==================== g_aetcam_update_ctrl
g_aetcam_update_ctrl/met4.png
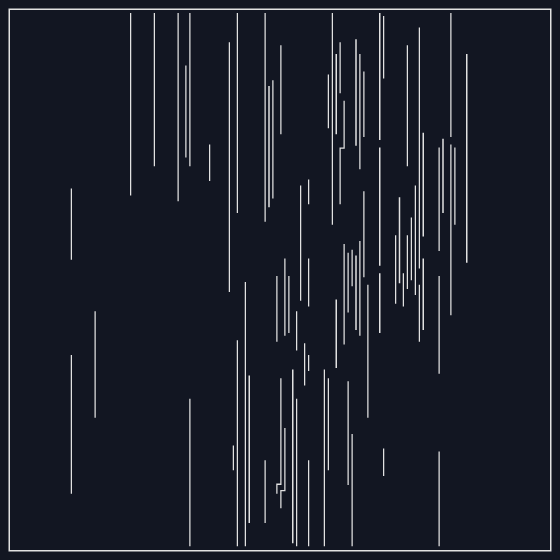

$ cat src/rtl/g_aetcam_pkg.sv
// g_aetcam_pkg: shared command and state encodings for the AETCAM write side
package g_aetcam_pkg;
    typedef enum logic [1:0] {OP_WRITE, OP_INVAL, OP_CLEAR, OP_RSVD} op_e;
    typedef enum logic [2:0] {S_IDLE, S_WR, S_SWEEP, S_SETTLE, S_ERR} state_e;
endpackage

$ cat src/rtl/g_aetcam_row_dec.sv
// g_aetcam_row_dec: row address plus enable to one-hot (or zero) row select
module g_aetcam_row_dec #(
    parameter int DEPTH = 64
) (
    input  logic                     en,
    input  logic [$clog2(DEPTH)-1:0] addr,
    output logic [DEPTH-1:0]         onehot
);
    localparam int AW = $clog2(DEPTH);
    for (genvar i = 0; i < DEPTH; i++) begin : g_row
        assign onehot[i] = en && (addr == AW'(i));
    end
endmodule

$ cat src/rtl/g_aetcam_update_ctrl.sv
// g_aetcam_update_ctrl: write-side controller driving row enables, data buses and per-row valid bits
module g_aetcam_update_ctrl
    import g_aetcam_pkg::*;
#(
    parameter int DEPTH = 64,
    parameter int WIDTH = 32
) (
    input  logic                     clk,
    input  logic                     rst_n,
    input  logic                     cmd_valid,
    output logic                     cmd_ready,
    input  logic [1:0]               cmd_op,
    input  logic [$clog2(DEPTH)-1:0] cmd_addr,
    input  logic [WIDTH-1:0]         cmd_value,
    input  logic [WIDTH-1:0]         cmd_mask,
    output logic [DEPTH-1:0]         cell_wen,
    output logic [WIDTH-1:0]         cell_w_st,
    output logic [WIDTH-1:0]         cell_w_m,
    output logic [DEPTH-1:0]         entry_valid,
    output logic                     search_block,
    output logic                     cmd_done,
    output logic                     cmd_err
);
    localparam int AW = $clog2(DEPTH);
    state_e           state_q, state_d;
    logic [AW-1:0]    addr_q, addr_d;
    logic             wr_q, wr_d;
    logic [WIDTH-1:0] st_q, st_d, m_q, m_d;
    logic [DEPTH-1:0] valid_q, valid_d;
    logic             accept, addr_ok, last_row;
    // addr_q doubles as the sweep row counter, so one decoder serves both write paths
    g_aetcam_row_dec #(.DEPTH(DEPTH)) u_row_dec (
        .en     (state_q == S_WR || state_q == S_SWEEP),
        .addr   (addr_q),
        .onehot (cell_wen)
    );
    // state and datapath registers, synchronous active-low reset aborts any command
    always_ff @(posedge clk) begin
        if (!rst_n) begin
            state_q <= S_IDLE;
            addr_q  <= '0;
            wr_q    <= 1'b0;
            st_q    <= '0;
            m_q     <= '0;
            valid_q <= '0;
        end else begin
            state_q <= state_d;
            addr_q  <= addr_d;
            wr_q    <= wr_d;
            st_q    <= st_d;
            m_q     <= m_d;
            valid_q <= valid_d;
        end
    end
    // next-state: decode accepted command, step the sweep until the last row
    always_comb begin
        accept   = cmd_valid && state_q == S_IDLE;
        addr_ok  = {1'b0, cmd_addr} < (AW + 1)'(DEPTH);
        last_row = {1'b0, addr_q} == (AW + 1)'(DEPTH - 1);
        state_d  = state_q;
        case (state_q)
            S_IDLE:  if (accept) state_d = cmd_op == OP_CLEAR ? S_SWEEP :
                                           (cmd_op == OP_RSVD || !addr_ok) ? S_ERR : S_WR;
            S_WR:    state_d = S_SETTLE;
            S_SWEEP: if (last_row) state_d = S_SETTLE;
            default: state_d = S_IDLE;
        endcase
    end
    // capture command on accept; stored bits are canonicalised so masked bits are 0
    always_comb begin
        addr_d = addr_q;
        wr_d   = wr_q;
        st_d   = st_q;
        m_d    = m_q;
        if (accept) begin
            addr_d = cmd_op == OP_CLEAR ? '0 : cmd_addr;
            wr_d   = cmd_op == OP_WRITE;
            st_d   = cmd_op == OP_WRITE ? cmd_value & ~cmd_mask : '0;
            m_d    = cmd_op == OP_WRITE ? cmd_mask : '0;
        end else if (state_q == S_SWEEP) begin
            addr_d = addr_q + 1'b1;
        end
        valid_d = (state_q == S_WR && wr_q) ? valid_q | cell_wen : valid_q & ~cell_wen;
    end
    // outputs decoded from state; data buses only carry data while a write is in flight
    always_comb begin
        cmd_ready    = state_q == S_IDLE;
        search_block = state_q == S_WR || state_q == S_SWEEP || state_q == S_SETTLE;
        cmd_done     = state_q == S_SETTLE;
        cmd_err      = state_q == S_ERR;
        cell_w_st    = state_q == S_WR ? st_q : '0;
        cell_w_m     = state_q == S_WR ? m_q : '0;
        entry_valid  = valid_q;
    end
endmodule

$ cat config.mk
export PLATFORM = sky130hd
export DESIGN_NAME = g_aetcam_update_ctrl
export DESIGN_NICKNAME = d
export VERILOG_FILES = /design/src/rtl/g_aetcam_pkg.sv /design/src/rtl/g_aetcam_row_dec.sv /design/src/rtl/g_aetcam_update_ctrl.sv
export SDC_FILE = /design/constraint.sdc
export NUM_CORES = 1
export LEC_CHECK = 0
export ABC_CLOCK_PERIOD_IN_PS = 2000
export CAP_MARGIN = 20
export CORE_MARGIN = 3
export CORE_UTILIZATION = 42
export CTS_CLUSTER_SIZE = 8
export DETAILED_ROUTE_END_ITERATION = 8
export GPL_TIMING_DRIVEN = 1
export PLACE_DENSITY = 0.79
export SLEW_MARGIN = 20
export SYNTH_ARGS = -nofsm -noshare
export SYNTH_HDL_FRONTEND = slang
export SYNTH_SLANG_ARGS = --single-unit
$ cat constraint.sdc
create_clock -name clk -period 2 [get_ports clk]
set_input_delay 0.4 -clock clk [delete_from_list [all_inputs] [get_ports clk]]
set_output_delay 0.4 -clock clk [all_outputs]
set_load 0.01 [all_outputs]
==================== fifo_pop_streamer
[src/rtl/fifo_pop_streamer.sv]
// Pop-side controller: drains LEN operands from a show-ahead FIFO into one skewed PE-array edge row.
// Optional build macro FIFO_STREAM_STATS_EN adds a saturating underrun counter output.
module fifo_pop_streamer #(
  parameter int unsigned BWIDTH = 8,
  parameter int unsigned SKEW   = 0,
  parameter int unsigned LEN_W  = 6
) (
  input  logic              CLK,
  input  logic              RST,
  input  logic              START,
  input  logic [LEN_W-1:0]  LEN,
  input  logic              FIFO_EMPTY,
  input  logic [BWIDTH-1:0] FIFO_DOUT,
  output logic              FIFO_POPE,
  input  logic              PE_STALL,
  output logic [BWIDTH-1:0] PE_DATA,
  output logic              PE_VALID,
  output logic              BUSY,
  output logic              DONE
`ifdef FIFO_STREAM_STATS_EN
  ,
  output logic [15:0]       UNDERRUN_CNT
`endif
);

  localparam int unsigned DEPTH = SKEW + 1;

  localparam logic [1:0] S_IDLE   = 2'd0;
  localparam logic [1:0] S_STREAM = 2'd1;
  localparam logic [1:0] S_FLUSH  = 2'd2;

  logic [1:0]        state_q, state_d;
  logic [LEN_W-1:0]  rem_q, rem_d;
  logic              zdone_q, zdone_d;
  logic [DEPTH-1:0]  vld_q, vld_d;
  logic [BWIDTH-1:0] dat_q [DEPTH];
  logic [BWIDTH-1:0] dat_d [DEPTH];
  logic              pop;
  logic              start_ok;
  logic              flush_done;

  // Next-state, skew pipeline shift and pop/done strobes; a stall freezes everything.
  always_comb begin
    state_d    = state_q;
    rem_d      = rem_q;
    zdone_d    = 1'b0;
    vld_d      = vld_q;
    dat_d      = dat_q;
    start_ok   = 1'b0;
    flush_done = 1'b0;
    pop        = (state_q == S_STREAM) & ~FIFO_EMPTY & ~PE_STALL &
                 (rem_q != '0) & ~RST;

    if (!PE_STALL) begin
      for (int i = int'(DEPTH) - 1; i > 0; i--) begin
        vld_d[i] = vld_q[i-1];
        dat_d[i] = dat_q[i-1];
      end
      vld_d[0] = pop;
      dat_d[0] = pop ? FIFO_DOUT : '0;

      case (state_q)
        S_IDLE: begin
          if (START) begin
            start_ok = 1'b1;
            if (LEN != '0) begin
              state_d = S_STREAM;
              rem_d   = LEN;
            end else begin
              zdone_d = 1'b1;
            end
          end
        end
        S_STREAM: begin
          if (pop) begin
            rem_d = rem_q - LEN_W'(1);
            if (rem_q == LEN_W'(1)) state_d = S_FLUSH;
          end
        end
        S_FLUSH: begin
          if (vld_q == '0) begin
            flush_done = 1'b1;
            state_d    = S_IDLE;
          end
        end
        default: state_d = S_IDLE;
      endcase
    end

    FIFO_POPE = pop;
    DONE      = ~RST & (zdone_q | flush_done);
    BUSY      = (state_q != S_IDLE);
  end

  always_ff @(posedge CLK) begin
    if (RST) begin
      state_q <= S_IDLE;
      rem_q   <= '0;
      zdone_q <= 1'b0;
      vld_q   <= '0;
      for (int i = 0; i < int'(DEPTH); i++) dat_q[i] <= '0;
    end else begin
      state_q <= state_d;
      rem_q   <= rem_d;
      zdone_q <= zdone_d;
      vld_q   <= vld_d;
      for (int i = 0; i < int'(DEPTH); i++) dat_q[i] <= dat_d[i];
    end
  end

  assign PE_DATA  = dat_q[DEPTH-1];
  assign PE_VALID = vld_q[DEPTH-1];

`ifdef FIFO_STREAM_STATS_EN
  logic [15:0] urun_q, urun_d;

  // Counts starved streaming cycles; restarts with every accepted tile.
  always_comb begin
    urun_d = urun_q;
    if (start_ok) begin
      urun_d = '0;
    end else if ((state_q == S_STREAM) && FIFO_EMPTY && !PE_STALL &&
                 (rem_q != '0) && (urun_q != 16'hFFFF)) begin
      urun_d = urun_q + 16'd1;
    end
  end

  always_ff @(posedge CLK) begin
    if (RST) urun_q <= '0;
    else     urun_q <= urun_d;
  end

  assign UNDERRUN_CNT = urun_q;
`endif

endmodule
[config.mk]
export PLATFORM = sky130hd
export DESIGN_NAME = fifo_pop_streamer
export DESIGN_NICKNAME = d
export VERILOG_FILES = /design/src/rtl/fifo_pop_streamer.sv
export SDC_FILE = /design/constraint.sdc
export NUM_CORES = 1
export LEC_CHECK = 0
export CORE_UTILIZATION = 40
export DETAILED_ROUTE_END_ITERATION = 6
export PLACE_DENSITY = 0.74
export SYNTH_ARGS = -nofsm -noshare
export SYNTH_HDL_FRONTEND = slang
export SYNTH_SLANG_ARGS = --single-unit
[constraint.sdc]
create_clock -name CLK -period 2.1 [get_ports CLK]
set_clock_uncertainty 0.1 [all_clocks]
set_input_delay 0.525 -clock CLK [delete_from_list [all_inputs] [get_ports CLK]]
set_output_delay 0.525 -clock CLK [all_outputs]
set_load 0.01 [all_outputs]
==================== reg_mem_mp_flat
--- config.mk ---
export PLATFORM = sky130hd
export DESIGN_NAME = reg_mem_mp_flat
export DESIGN_NICKNAME = d
export VERILOG_FILES = /design/src/rtl/reg_mem_pkg.sv /design/src/rtl/reg_mem_mp_if.sv /design/src/rtl/reg_mem_clear_ctrl.sv /design/src/rtl/reg_mem_mp.sv /design/src/flat_wrapper.sv
export SDC_FILE = /design/constraint.sdc
export NUM_CORES = 1
export LEC_CHECK = 0
export ABC_AREA = 0
export CAP_MARGIN = 25
export CORE_AREA = 2 2 73 75
export DETAILED_ROUTE_END_ITERATION = 10
export DIE_AREA = 0 0 75 77
export GPL_TIMING_DRIVEN = 0
export PLACE_DENSITY = 0.73
export SLEW_MARGIN = 10
export SYNTH_ARGS = -nofsm -noshare
export SYNTH_HDL_FRONTEND = slang
export SYNTH_SLANG_ARGS = --single-unit
--- constraint.sdc ---
create_clock -name clk -period 2 [get_ports clk]
set_clock_uncertainty 0.1 [all_clocks]
set_input_delay 0.4 -clock clk [delete_from_list [all_inputs] [get_ports clk]]
set_output_delay 0.4 -clock clk [all_outputs]
set_load 0.03 [all_outputs]
--- src/rtl/reg_mem_pkg.sv ---
// Shared types, default parameters and the parity helper for reg_mem_mp.
package reg_mem_pkg;

   typedef enum logic {
      ST_IDLE  = 1'b0,
      ST_CLEAR = 1'b1
   } state_e;

   localparam int DEF_DATA_WIDTH = 4;
   localparam int DEF_ADDR_BITS  = 3;
   localparam int DEF_RD_PORTS   = 2;

   // Even parity: the returned bit makes the total count of ones even.
   // Callers zero-extend narrower words; the extension does not change the result.
   function automatic logic parity_even(input logic [63:0] d);
      return ^d;
   endfunction

endpackage

--- src/rtl/reg_mem_mp_if.sv ---
// Bus bundle for reg_mem_mp: write port, packed read ports, clear request and status.
interface reg_mem_mp_if #(
   parameter int DATA_WIDTH = 4,
   parameter int ADDR_BITS  = 3,
   parameter int RD_PORTS   = 2
);
   logic                           wen;
   logic [ADDR_BITS-1:0]           waddr;
   logic [DATA_WIDTH-1:0]          data_in;
   logic [RD_PORTS-1:0]            ren;
   logic [RD_PORTS*ADDR_BITS-1:0]  raddr;
   logic [RD_PORTS*DATA_WIDTH-1:0] data_out;
   logic [RD_PORTS-1:0]            rvalid;
   logic                           clr;
   logic                           busy;
   logic [RD_PORTS-1:0]            perr;

   modport master (
      output wen, waddr, data_in, ren, raddr, clr,
      input  data_out, rvalid, busy, perr
   );

   modport slave (
      input  wen, waddr, data_in, ren, raddr, clr,
      output data_out, rvalid, busy, perr
   );
endinterface

--- src/rtl/reg_mem_clear_ctrl.sv ---
// Clear-sweep controller: IDLE/CLEAR FSM, sweep address counter and registered busy.
//  state    | meaning
//  ST_IDLE  | normal access, waiting for clr
//  ST_CLEAR | zeroing one word per cycle at the counter address
module reg_mem_clear_ctrl
   import reg_mem_pkg::*;
#(
   parameter int ADDR_BITS = DEF_ADDR_BITS
) (
   input  logic                 clk,
   input  logic                 rst,
   input  logic                 clr_i,
   output logic                 busy_o,
   output logic                 clr_en_o,
   output logic [ADDR_BITS-1:0] clr_addr_o
);
   localparam int DEPTH = 2 ** ADDR_BITS;
   localparam logic [ADDR_BITS:0] LAST_ADDR = (ADDR_BITS + 1)'(DEPTH - 1);
   localparam logic [ADDR_BITS:0] CNT_ONE   = (ADDR_BITS + 1)'(1);

   state_e             state_q, state_d;
   logic [ADDR_BITS:0] cnt_q, cnt_d;
   logic               busy_q;

   always_ff @(posedge clk or posedge rst) begin
      if (rst) begin
         state_q <= ST_IDLE;
         cnt_q   <= '0;
         busy_q  <= 1'b0;
      end else begin
         state_q <= state_d;
         cnt_q   <= cnt_d;
         busy_q  <= (state_d == ST_CLEAR);
      end
   end

   always_comb begin
      state_d = state_q;
      cnt_d   = cnt_q;
      case (state_q)
         ST_IDLE: begin
            if (clr_i) begin
               state_d = ST_CLEAR;
               cnt_d   = '0;
            end
         end
         ST_CLEAR: begin
            // clr is deliberately not looked at here, so a held clr cannot restart the sweep
            cnt_d = cnt_q + CNT_ONE;
            if (cnt_q == LAST_ADDR) begin
               state_d = ST_IDLE;
            end
         end
         default: state_d = ST_IDLE;
      endcase
   end

   always_comb begin
      clr_en_o   = (state_q == ST_CLEAR);
      clr_addr_o = cnt_q[ADDR_BITS-1:0];
      busy_o     = busy_q;
   end

endmodule

--- src/rtl/reg_mem_mp.sv ---
// Multi-read-port register memory with a write-first bypass on every port and a hardware clear sweep.
// The optional per-word parity is enabled with the REG_MEM_PARITY_EN macro.
module reg_mem_mp
   import reg_mem_pkg::*;
#(
   parameter int DATA_WIDTH = DEF_DATA_WIDTH,
   parameter int ADDR_BITS  = DEF_ADDR_BITS,
   parameter int RD_PORTS   = DEF_RD_PORTS
) (
   input  logic          clk,
   input  logic          rst,
   reg_mem_mp_if.slave   bus
);
   localparam int DEPTH = 2 ** ADDR_BITS;

   logic                  clr_en;
   logic [ADDR_BITS-1:0]  clr_addr;
   logic                  wr_en;
   logic [DATA_WIDTH-1:0] mem_q [DEPTH];

   reg_mem_clear_ctrl #(
      .ADDR_BITS (ADDR_BITS)
   ) u_clear_ctrl (
      .clk        (clk),
      .rst        (rst),
      .clr_i      (bus.clr),
      .busy_o     (bus.busy),
      .clr_en_o   (clr_en),
      .clr_addr_o (clr_addr)
   );

   assign wr_en = bus.wen & ~clr_en;

   always_ff @(posedge clk or posedge rst) begin
      if (rst) begin
         for (int k = 0; k < DEPTH; k++) begin
            mem_q[k] <= '0;
         end
      end else if (clr_en) begin
         mem_q[clr_addr] <= '0;
      end else if (wr_en) begin
         mem_q[bus.waddr] <= bus.data_in;
      end
   end

`ifdef REG_MEM_PARITY_EN
   logic mem_par_q [DEPTH];
   logic wr_par;

   assign wr_par = parity_even(64'(bus.data_in));

   always_ff @(posedge clk or posedge rst) begin
      if (rst) begin
         for (int k = 0; k < DEPTH; k++) begin
            mem_par_q[k] <= 1'b0;
         end
      end else if (clr_en) begin
         mem_par_q[clr_addr] <= 1'b0;
      end else if (wr_en) begin
         mem_par_q[bus.waddr] <= wr_par;
      end
   end
`endif

   for (genvar gi = 0; gi < RD_PORTS; gi++) begin : g_rd
      logic [ADDR_BITS-1:0]  ra;
      logic                  byp;
      logic [DATA_WIDTH-1:0] rd_d;
      logic [DATA_WIDTH-1:0] dout_q;
      logic                  rvalid_q;

      assign ra   = bus.raddr[gi*ADDR_BITS +: ADDR_BITS];
      assign byp  = wr_en && (bus.waddr == ra);
      assign rd_d = byp ? bus.data_in : mem_q[ra];

      always_ff @(posedge clk or posedge rst) begin
         if (rst) begin
            dout_q   <= '0;
            rvalid_q <= 1'b0;
         end else if (bus.ren[gi] && !clr_en) begin
            dout_q   <= rd_d;
            rvalid_q <= 1'b1;
         end else begin
            rvalid_q <= 1'b0;
         end
      end

      assign bus.data_out[gi*DATA_WIDTH +: DATA_WIDTH] = dout_q;
      assign bus.rvalid[gi] = rvalid_q;

`ifdef REG_MEM_PARITY_EN
      logic perr_d;
      logic perr_q;

      // Bypassed data was never stored, so its parity is trusted.
      assign perr_d = byp ? 1'b0 : (parity_even(64'(mem_q[ra])) != mem_par_q[ra]);

      always_ff @(posedge clk or posedge rst) begin
         if (rst) begin
            perr_q <= 1'b0;
         end else if (bus.ren[gi] && !clr_en) begin
            perr_q <= perr_d;
         end else begin
            perr_q <= 1'b0;
         end
      end

      assign bus.perr[gi] = perr_q;
`else
      assign bus.perr[gi] = 1'b0;
`endif
   end

endmodule

--- src/flat_wrapper.sv ---
// flat-port wrapper written by rule: the top's interface ports become plain ports
module reg_mem_mp_flat import reg_mem_pkg::*;
#(
   parameter int DATA_WIDTH = DEF_DATA_WIDTH,
   parameter int ADDR_BITS  = DEF_ADDR_BITS,
   parameter int RD_PORTS   = DEF_RD_PORTS
)
  (clk, rst, bus_wen, bus_waddr, bus_data_in, bus_ren, bus_raddr, bus_clr, bus_data_out, bus_rvalid, bus_busy, bus_perr);
  reg_mem_mp_if #(.DATA_WIDTH(DATA_WIDTH), .ADDR_BITS(ADDR_BITS), .RD_PORTS(RD_PORTS)) bus_i ();
  input  logic clk;
  input  logic rst;
  input wire logic [$bits(bus_i.wen)-1:0] bus_wen;
  input wire logic [$bits(bus_i.waddr)-1:0] bus_waddr;
  input wire logic [$bits(bus_i.data_in)-1:0] bus_data_in;
  input wire logic [$bits(bus_i.ren)-1:0] bus_ren;
  input wire logic [$bits(bus_i.raddr)-1:0] bus_raddr;
  input wire logic [$bits(bus_i.clr)-1:0] bus_clr;
  output wire logic [$bits(bus_i.data_out)-1:0] bus_data_out;
  output wire logic [$bits(bus_i.rvalid)-1:0] bus_rvalid;
  output wire logic [$bits(bus_i.busy)-1:0] bus_busy;
  output wire logic [$bits(bus_i.perr)-1:0] bus_perr;
  assign bus_i.wen = bus_wen;
  assign bus_i.waddr = bus_waddr;
  assign bus_i.data_in = bus_data_in;
  assign bus_i.ren = bus_ren;
  assign bus_i.raddr = bus_raddr;
  assign bus_i.clr = bus_clr;
  assign bus_data_out = bus_i.data_out;
  assign bus_rvalid = bus_i.rvalid;
  assign bus_busy = bus_i.busy;
  assign bus_perr = bus_i.perr;
  reg_mem_mp #(.DATA_WIDTH(DATA_WIDTH), .ADDR_BITS(ADDR_BITS), .RD_PORTS(RD_PORTS)) u_core (.clk(clk), .rst(rst), .bus(bus_i));
endmodule
fifo_pop_streamer/met3.png
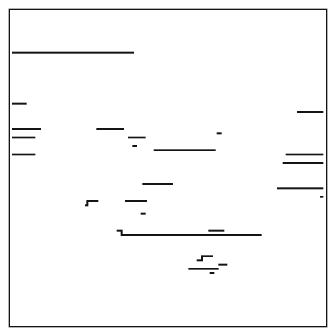
longest straight run	22.3 um
nets with wire on the layer	21
wire length on this layer	118 um
share of all routed wire	4.1%
via count: 1084
WL final: 2890 um

==> ci_impl_report.md, fifo_pop_streamer <==
## Implementation flow summary

| Metric | Value |
|---|---|
| Top class by area | multi-input combinational cells |
| Most common reg cell | dfxtp_1 |
| Core area | 0.00223 sq mm |
| Comb gates | 85 |
| Synth-to-layout area growth | 59.0% |
| Cell Pwr Density | 540 mW/mm^2 |
| Non-Filler Cell Area, Final | 0.00151 sq mm |
| Status | finished, final reports clean |
| Fraction of registers with async set/reset | 0% |
| Placer congestion estimate | 0.878 |
| Fraction of area in multi-input gates | 40.1% |
| Setup WS pre-CTS | -0.740 ns |
| Num CTS Buffers | 3 |
| Synthesized registers | 18 |
| CTS tree | done |
| Pleak | 0.000584 uW |
| Area leader share | 37.9% |
| Flop pwr share | 44.9% |
| Hpwl dp | 2070 um |
reg_mem_mp_flat/final_congestion.png
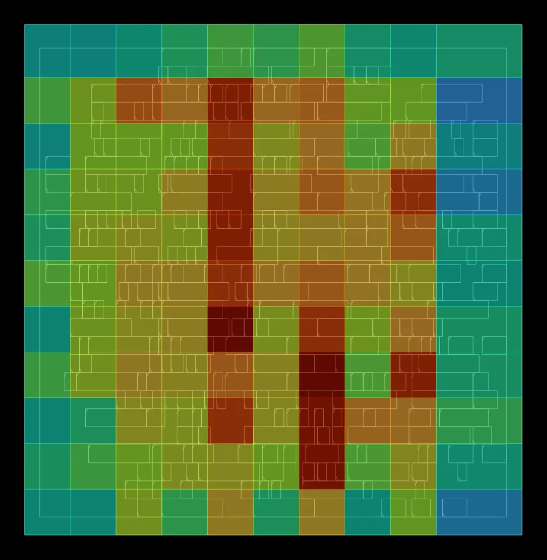
GRT Total Usage: 23.1%
fin util: 62.0%
met2 Usage GRT: 36.1%

==> ci_impl_report.md, reg_mem_mp_flat <==
## Implementation flow summary

| Metric | Value |
|---|---|
| Status | finished, final reports clean |
| Core area | 0.00498 sq mm |
| Routed length per instance | 16.7 um |
| Combinational share of power | 38.9% |
| Hpwl dp | 4530 um |
| Switch share | 38.0% |
| Most flop-heavy register | u_core.mem_q |
| Late-Pin Clk Latency | 0.31 ns |
| Number of non-clock inverters | 8 |
| Clock Sink Count | 47 |
| Fin cells | 358 |
| Worst setup endpoint | bus_rvalid[1] |
| Number of global-route vias before repair | 2018 |
| Critical Path Source Type | flop |
| H-tree levels | 2 |
| P_comb | 1280 uW |
| Data buffer area share | 11.2% |
| Die width | 75 um |
| Root buffer cell | clkbuf_8 |
| Synthesized registers | 47 |
g_aetcam_update_ctrl/final_congestion.png
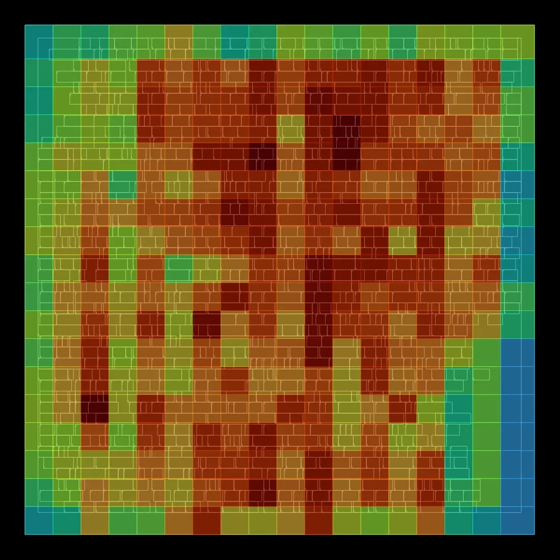
met1 GRT Util: 36.1%
routed length per instance: 23.5 um
grt met3 use: 8.44%

g_aetcam_update_ctrl/met2.png
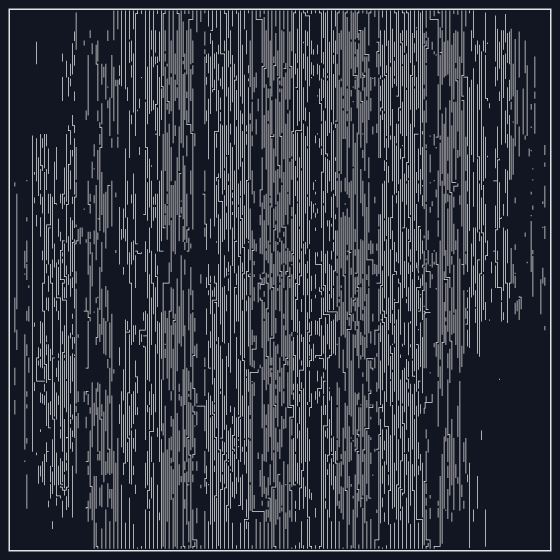
nets with wire on the layer	1083
share of all routed wire	50%
met2 Usage GRT: 51.4%
WL final: 30300 um
via count: 7357

## Picture notes: g_aetcam_update_ctrl/met4.png
share of all routed wire	6.3%
main direction	vertical
nets with wire on the layer	70

==> ci_impl_report.md, g_aetcam_update_ctrl <==
## Implementation flow summary

| Metric | Value |
|---|---|
| Status | finished, violations left |
| Failing checks | negative setup slack |
| Reg-to-reg startpoint | state_q[2] |
| Finish-stage setup viols | 178 |
| Clk pin slew, worst setup/hold paths | 0.06 ns |
| Cell type with the largest total area | dfxtp_1 |
| Ports | 271 |
| Sequential power | 2860 uW |
| Final #Nets | 1178 |
| Count leader, synth | dfxtp_1 |
| Most common reg cell | dfxtp_1 |
| # Cells Yosys | 708 |
| Worst Hold Depth | 3 |
| M1 wire length | 10900 um |
| Root buffer cell | clkbuf_16 |
| Tot Pwr | 7840 uW |
| Fin util | 86.1% |
| Final Worst Setup Slack | -0.301 ns |
| Comb gates | 478 |
| Share of cells above drive strength 1 | 45.2% |
| MI comb area | 0.00379 sq mm |
| Cell area after placement | 0.00951 sq mm |
| Drt pass-1 iters | 5 |
| Area leader share | 46.0% |
| Fraction of registers with async set/reset | 0% |
| Dpl cells | 1206 |
| Post-synth EDFFs | 0 |
| RSZ-0062 raised after global routing | true |
| Post-synth mux share | 10.8% |
| Minimum clock period | 2.30 ns |

==> layout pictures side by side <==
Signal wires on met1.
shot_01.png
Bar = 20 um.
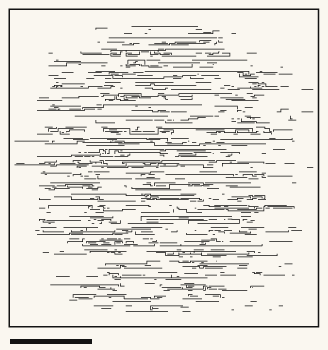
shot_02.png
Bar = 20 um.
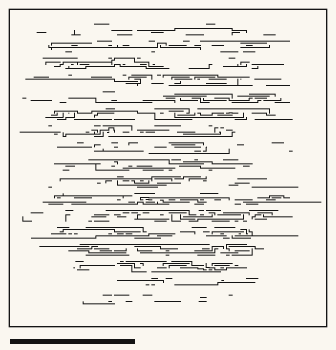
shot_03.png
Bar = 50 um.
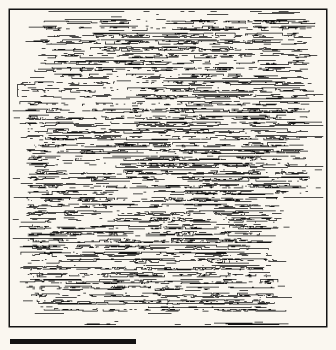
- largest die: shot_03.png
- smallest die: shot_02.png
| from | picture |
|---|---|
| reg_mem_mp_flat | shot_01.png |
| g_aetcam_update_ctrl | shot_03.png |
| fifo_pop_streamer | shot_02.png |


==================== gb_timer
gb_timer/met1.png
Bar = 10 um.
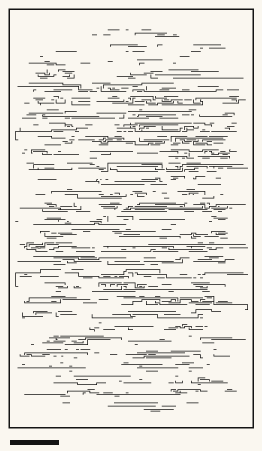
gb_timer/met2.png
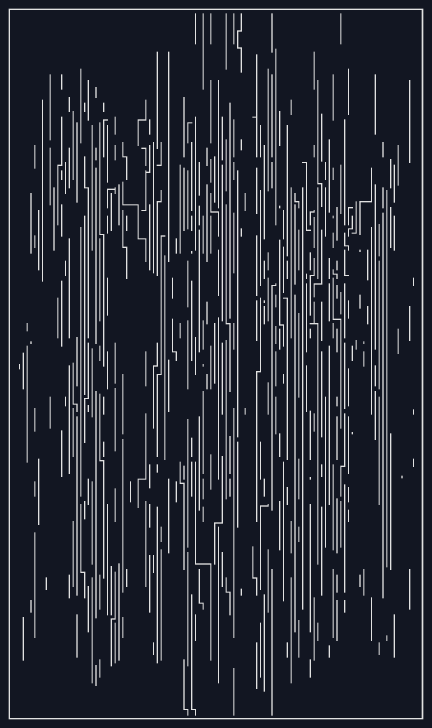
==> config.mk <==
export PLATFORM = sky130hd
export DESIGN_NAME = gb_timer
export DESIGN_NICKNAME = d
export VERILOG_FILES = /design/src/rtl/gb_timer.sv
export SDC_FILE = /design/constraint.sdc
export NUM_CORES = 1
export LEC_CHECK = 0
export CORE_ASPECT_RATIO = 1.75
export CORE_UTILIZATION = 56
export DETAILED_ROUTE_END_ITERATION = 16
export PLACE_DENSITY_LB_ADDON = 0.1
export SLEW_MARGIN = 20
export SYNTH_ARGS = -nofsm -noshare
export SYNTH_HDL_FRONTEND = slang
export SYNTH_SLANG_ARGS = --single-unit
==> constraint.sdc <==
create_clock -name clock_in -period 2.2 [get_ports clock_in]
set_input_delay 0.22 -clock clock_in [delete_from_list [all_inputs] [get_ports clock_in]]
set_output_delay 0.22 -clock clock_in [all_outputs]
set_load 0.01 [all_outputs]
==> src/rtl/gb_timer.sv <==
// Game Boy DIV/TIMA/TMA/TAC timer: 16-bit system counter driven by divided-clock
// rising edges, TIMA clocked by falling edges of the selected counter bit.
module gb_timer (
  input  logic       clock_in,
  input  logic       reset,
  input  logic       clock_div_in,
  input  logic       cs,
  input  logic       we,
  input  logic [1:0] addr,
  input  logic [7:0] wdata,
  output logic [7:0] rdata,
  output logic       timer_irq
);

  typedef enum logic [1:0] {
    REG_DIV  = 2'b00,
    REG_TIMA = 2'b01,
    REG_TMA  = 2'b10,
    REG_TAC  = 2'b11
  } reg_e;

  logic [15:0] sys_cnt;
  logic [7:0]  tima;
  logic [7:0]  tma;
  logic [2:0]  tac;
  logic        div_prev;
  logic        tsig_d;
  logic        ovf_pending;

  logic        tick;
  logic        sel_bit;
  logic        tsig;
  logic        inc;
  logic        wr;
  reg_e        reg_sel;

  assign reg_sel = reg_e'(addr);
  assign wr      = cs & we;
  assign tick    = clock_div_in & ~div_prev;

  always_comb begin
    sel_bit = 1'b0;
    case (tac[1:0])
      2'b00:   sel_bit = sys_cnt[9];
      2'b01:   sel_bit = sys_cnt[3];
      2'b10:   sel_bit = sys_cnt[5];
      default: sel_bit = sys_cnt[7];
    endcase
  end

  // Disabling, reselecting or clearing the counter can all drop tsig and clock TIMA.
  assign tsig = tac[2] & sel_bit;
  assign inc  = tsig_d & ~tsig;

  always_ff @(posedge clock_in or negedge reset) begin
    if (!reset) begin
      sys_cnt     <= '0;
      tima        <= '0;
      tma         <= '0;
      tac         <= '0;
      div_prev    <= 1'b0;
      tsig_d      <= 1'b0;
      ovf_pending <= 1'b0;
      timer_irq   <= 1'b0;
    end else begin
      div_prev  <= clock_div_in;
      tsig_d    <= tsig;
      timer_irq <= 1'b0;

      if (wr && reg_sel == REG_DIV)
        sys_cnt <= '0;
      else if (tick)
        sys_cnt <= sys_cnt + 16'd1;

      if (wr && reg_sel == REG_TMA)
        tma <= wdata;

      if (wr && reg_sel == REG_TAC)
        tac <= wdata[2:0];

      // A TIMA write beats both reload and increment; reload picks up a same-cycle TMA write.
      if (wr && reg_sel == REG_TIMA) begin
        tima        <= wdata;
        ovf_pending <= 1'b0;
      end else if (ovf_pending && tick) begin
        tima        <= (wr && reg_sel == REG_TMA) ? wdata : tma;
        ovf_pending <= 1'b0;
        timer_irq   <= 1'b1;
      end else if (inc) begin
        if (tima == 8'hFF) begin
          tima        <= '0;
          ovf_pending <= 1'b1;
        end else begin
          tima <= tima + 8'd1;
        end
      end
    end
  end

  always_comb begin
    rdata = '0;
    case (reg_sel)
      REG_DIV:  rdata = sys_cnt[15:8];
      REG_TIMA: rdata = tima;
      REG_TMA:  rdata = tma;
      default:  rdata = {5'b11111, tac};
    endcase
  end

endmodule

==> ci_impl_report.md <==
## Implementation flow summary

| Metric | Value |
|---|---|
| Postcts setup bufs | 0 |
| Most numerous logic cells after layout | dfrtp_1, nand2_1, nor2_1, clkdlybuf4s50_1, o21ai_0 |
| Status | finished, final reports clean |
| Commonest cells in the netlist | dfrtp_1, nand2_1, nor2_1 |
| Syn Area/Cell | 9.83 sq um |
| Residual DRC count | 0 |
| Hold crit path type | in -> async |
| Worst R2R Path Depth | 5 |
| Grt met3 use | 3.94% |
| CTS tree | done |
| Reg2reg end | tima[7] |
| Post-synthesis cell type count | 52 |
| Most flop-heavy register | sys_cnt |
| Clock Skews | 0.00539 ns |
| Nature of the critical path endpoint | primary output |
| Drt pass-1 iters | 4 |
Notes on gb_timer/met1.png above:
main direction	horizontal
share of all routed wire	40%
longest straight run	19.8 um
wire length on this layer	2140 um
nets with wire on the layer	249
met1 GRT Util: 34.9%
WL final: 5330 um

Notes on gb_timer/met2.png above:
wire length on this layer	2860 um
main direction	vertical
via count: 1854
met2 Usage GRT: 51.4%



## Gallery

The metal 3 layer.
(a)
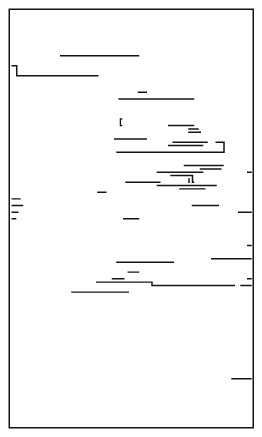
(b)
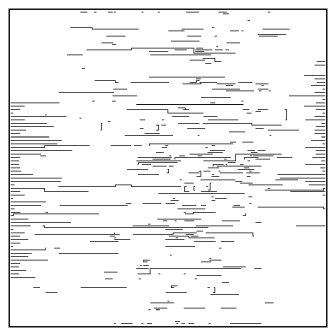
(c)
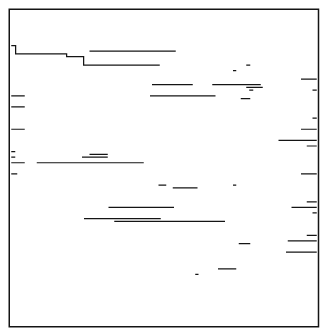
- (a) = gb_timer
- (b) = g_aetcam_update_ctrl
- (c) = reg_mem_mp_flat

No activity file was given, so power comes from the tool's default toggle rates.
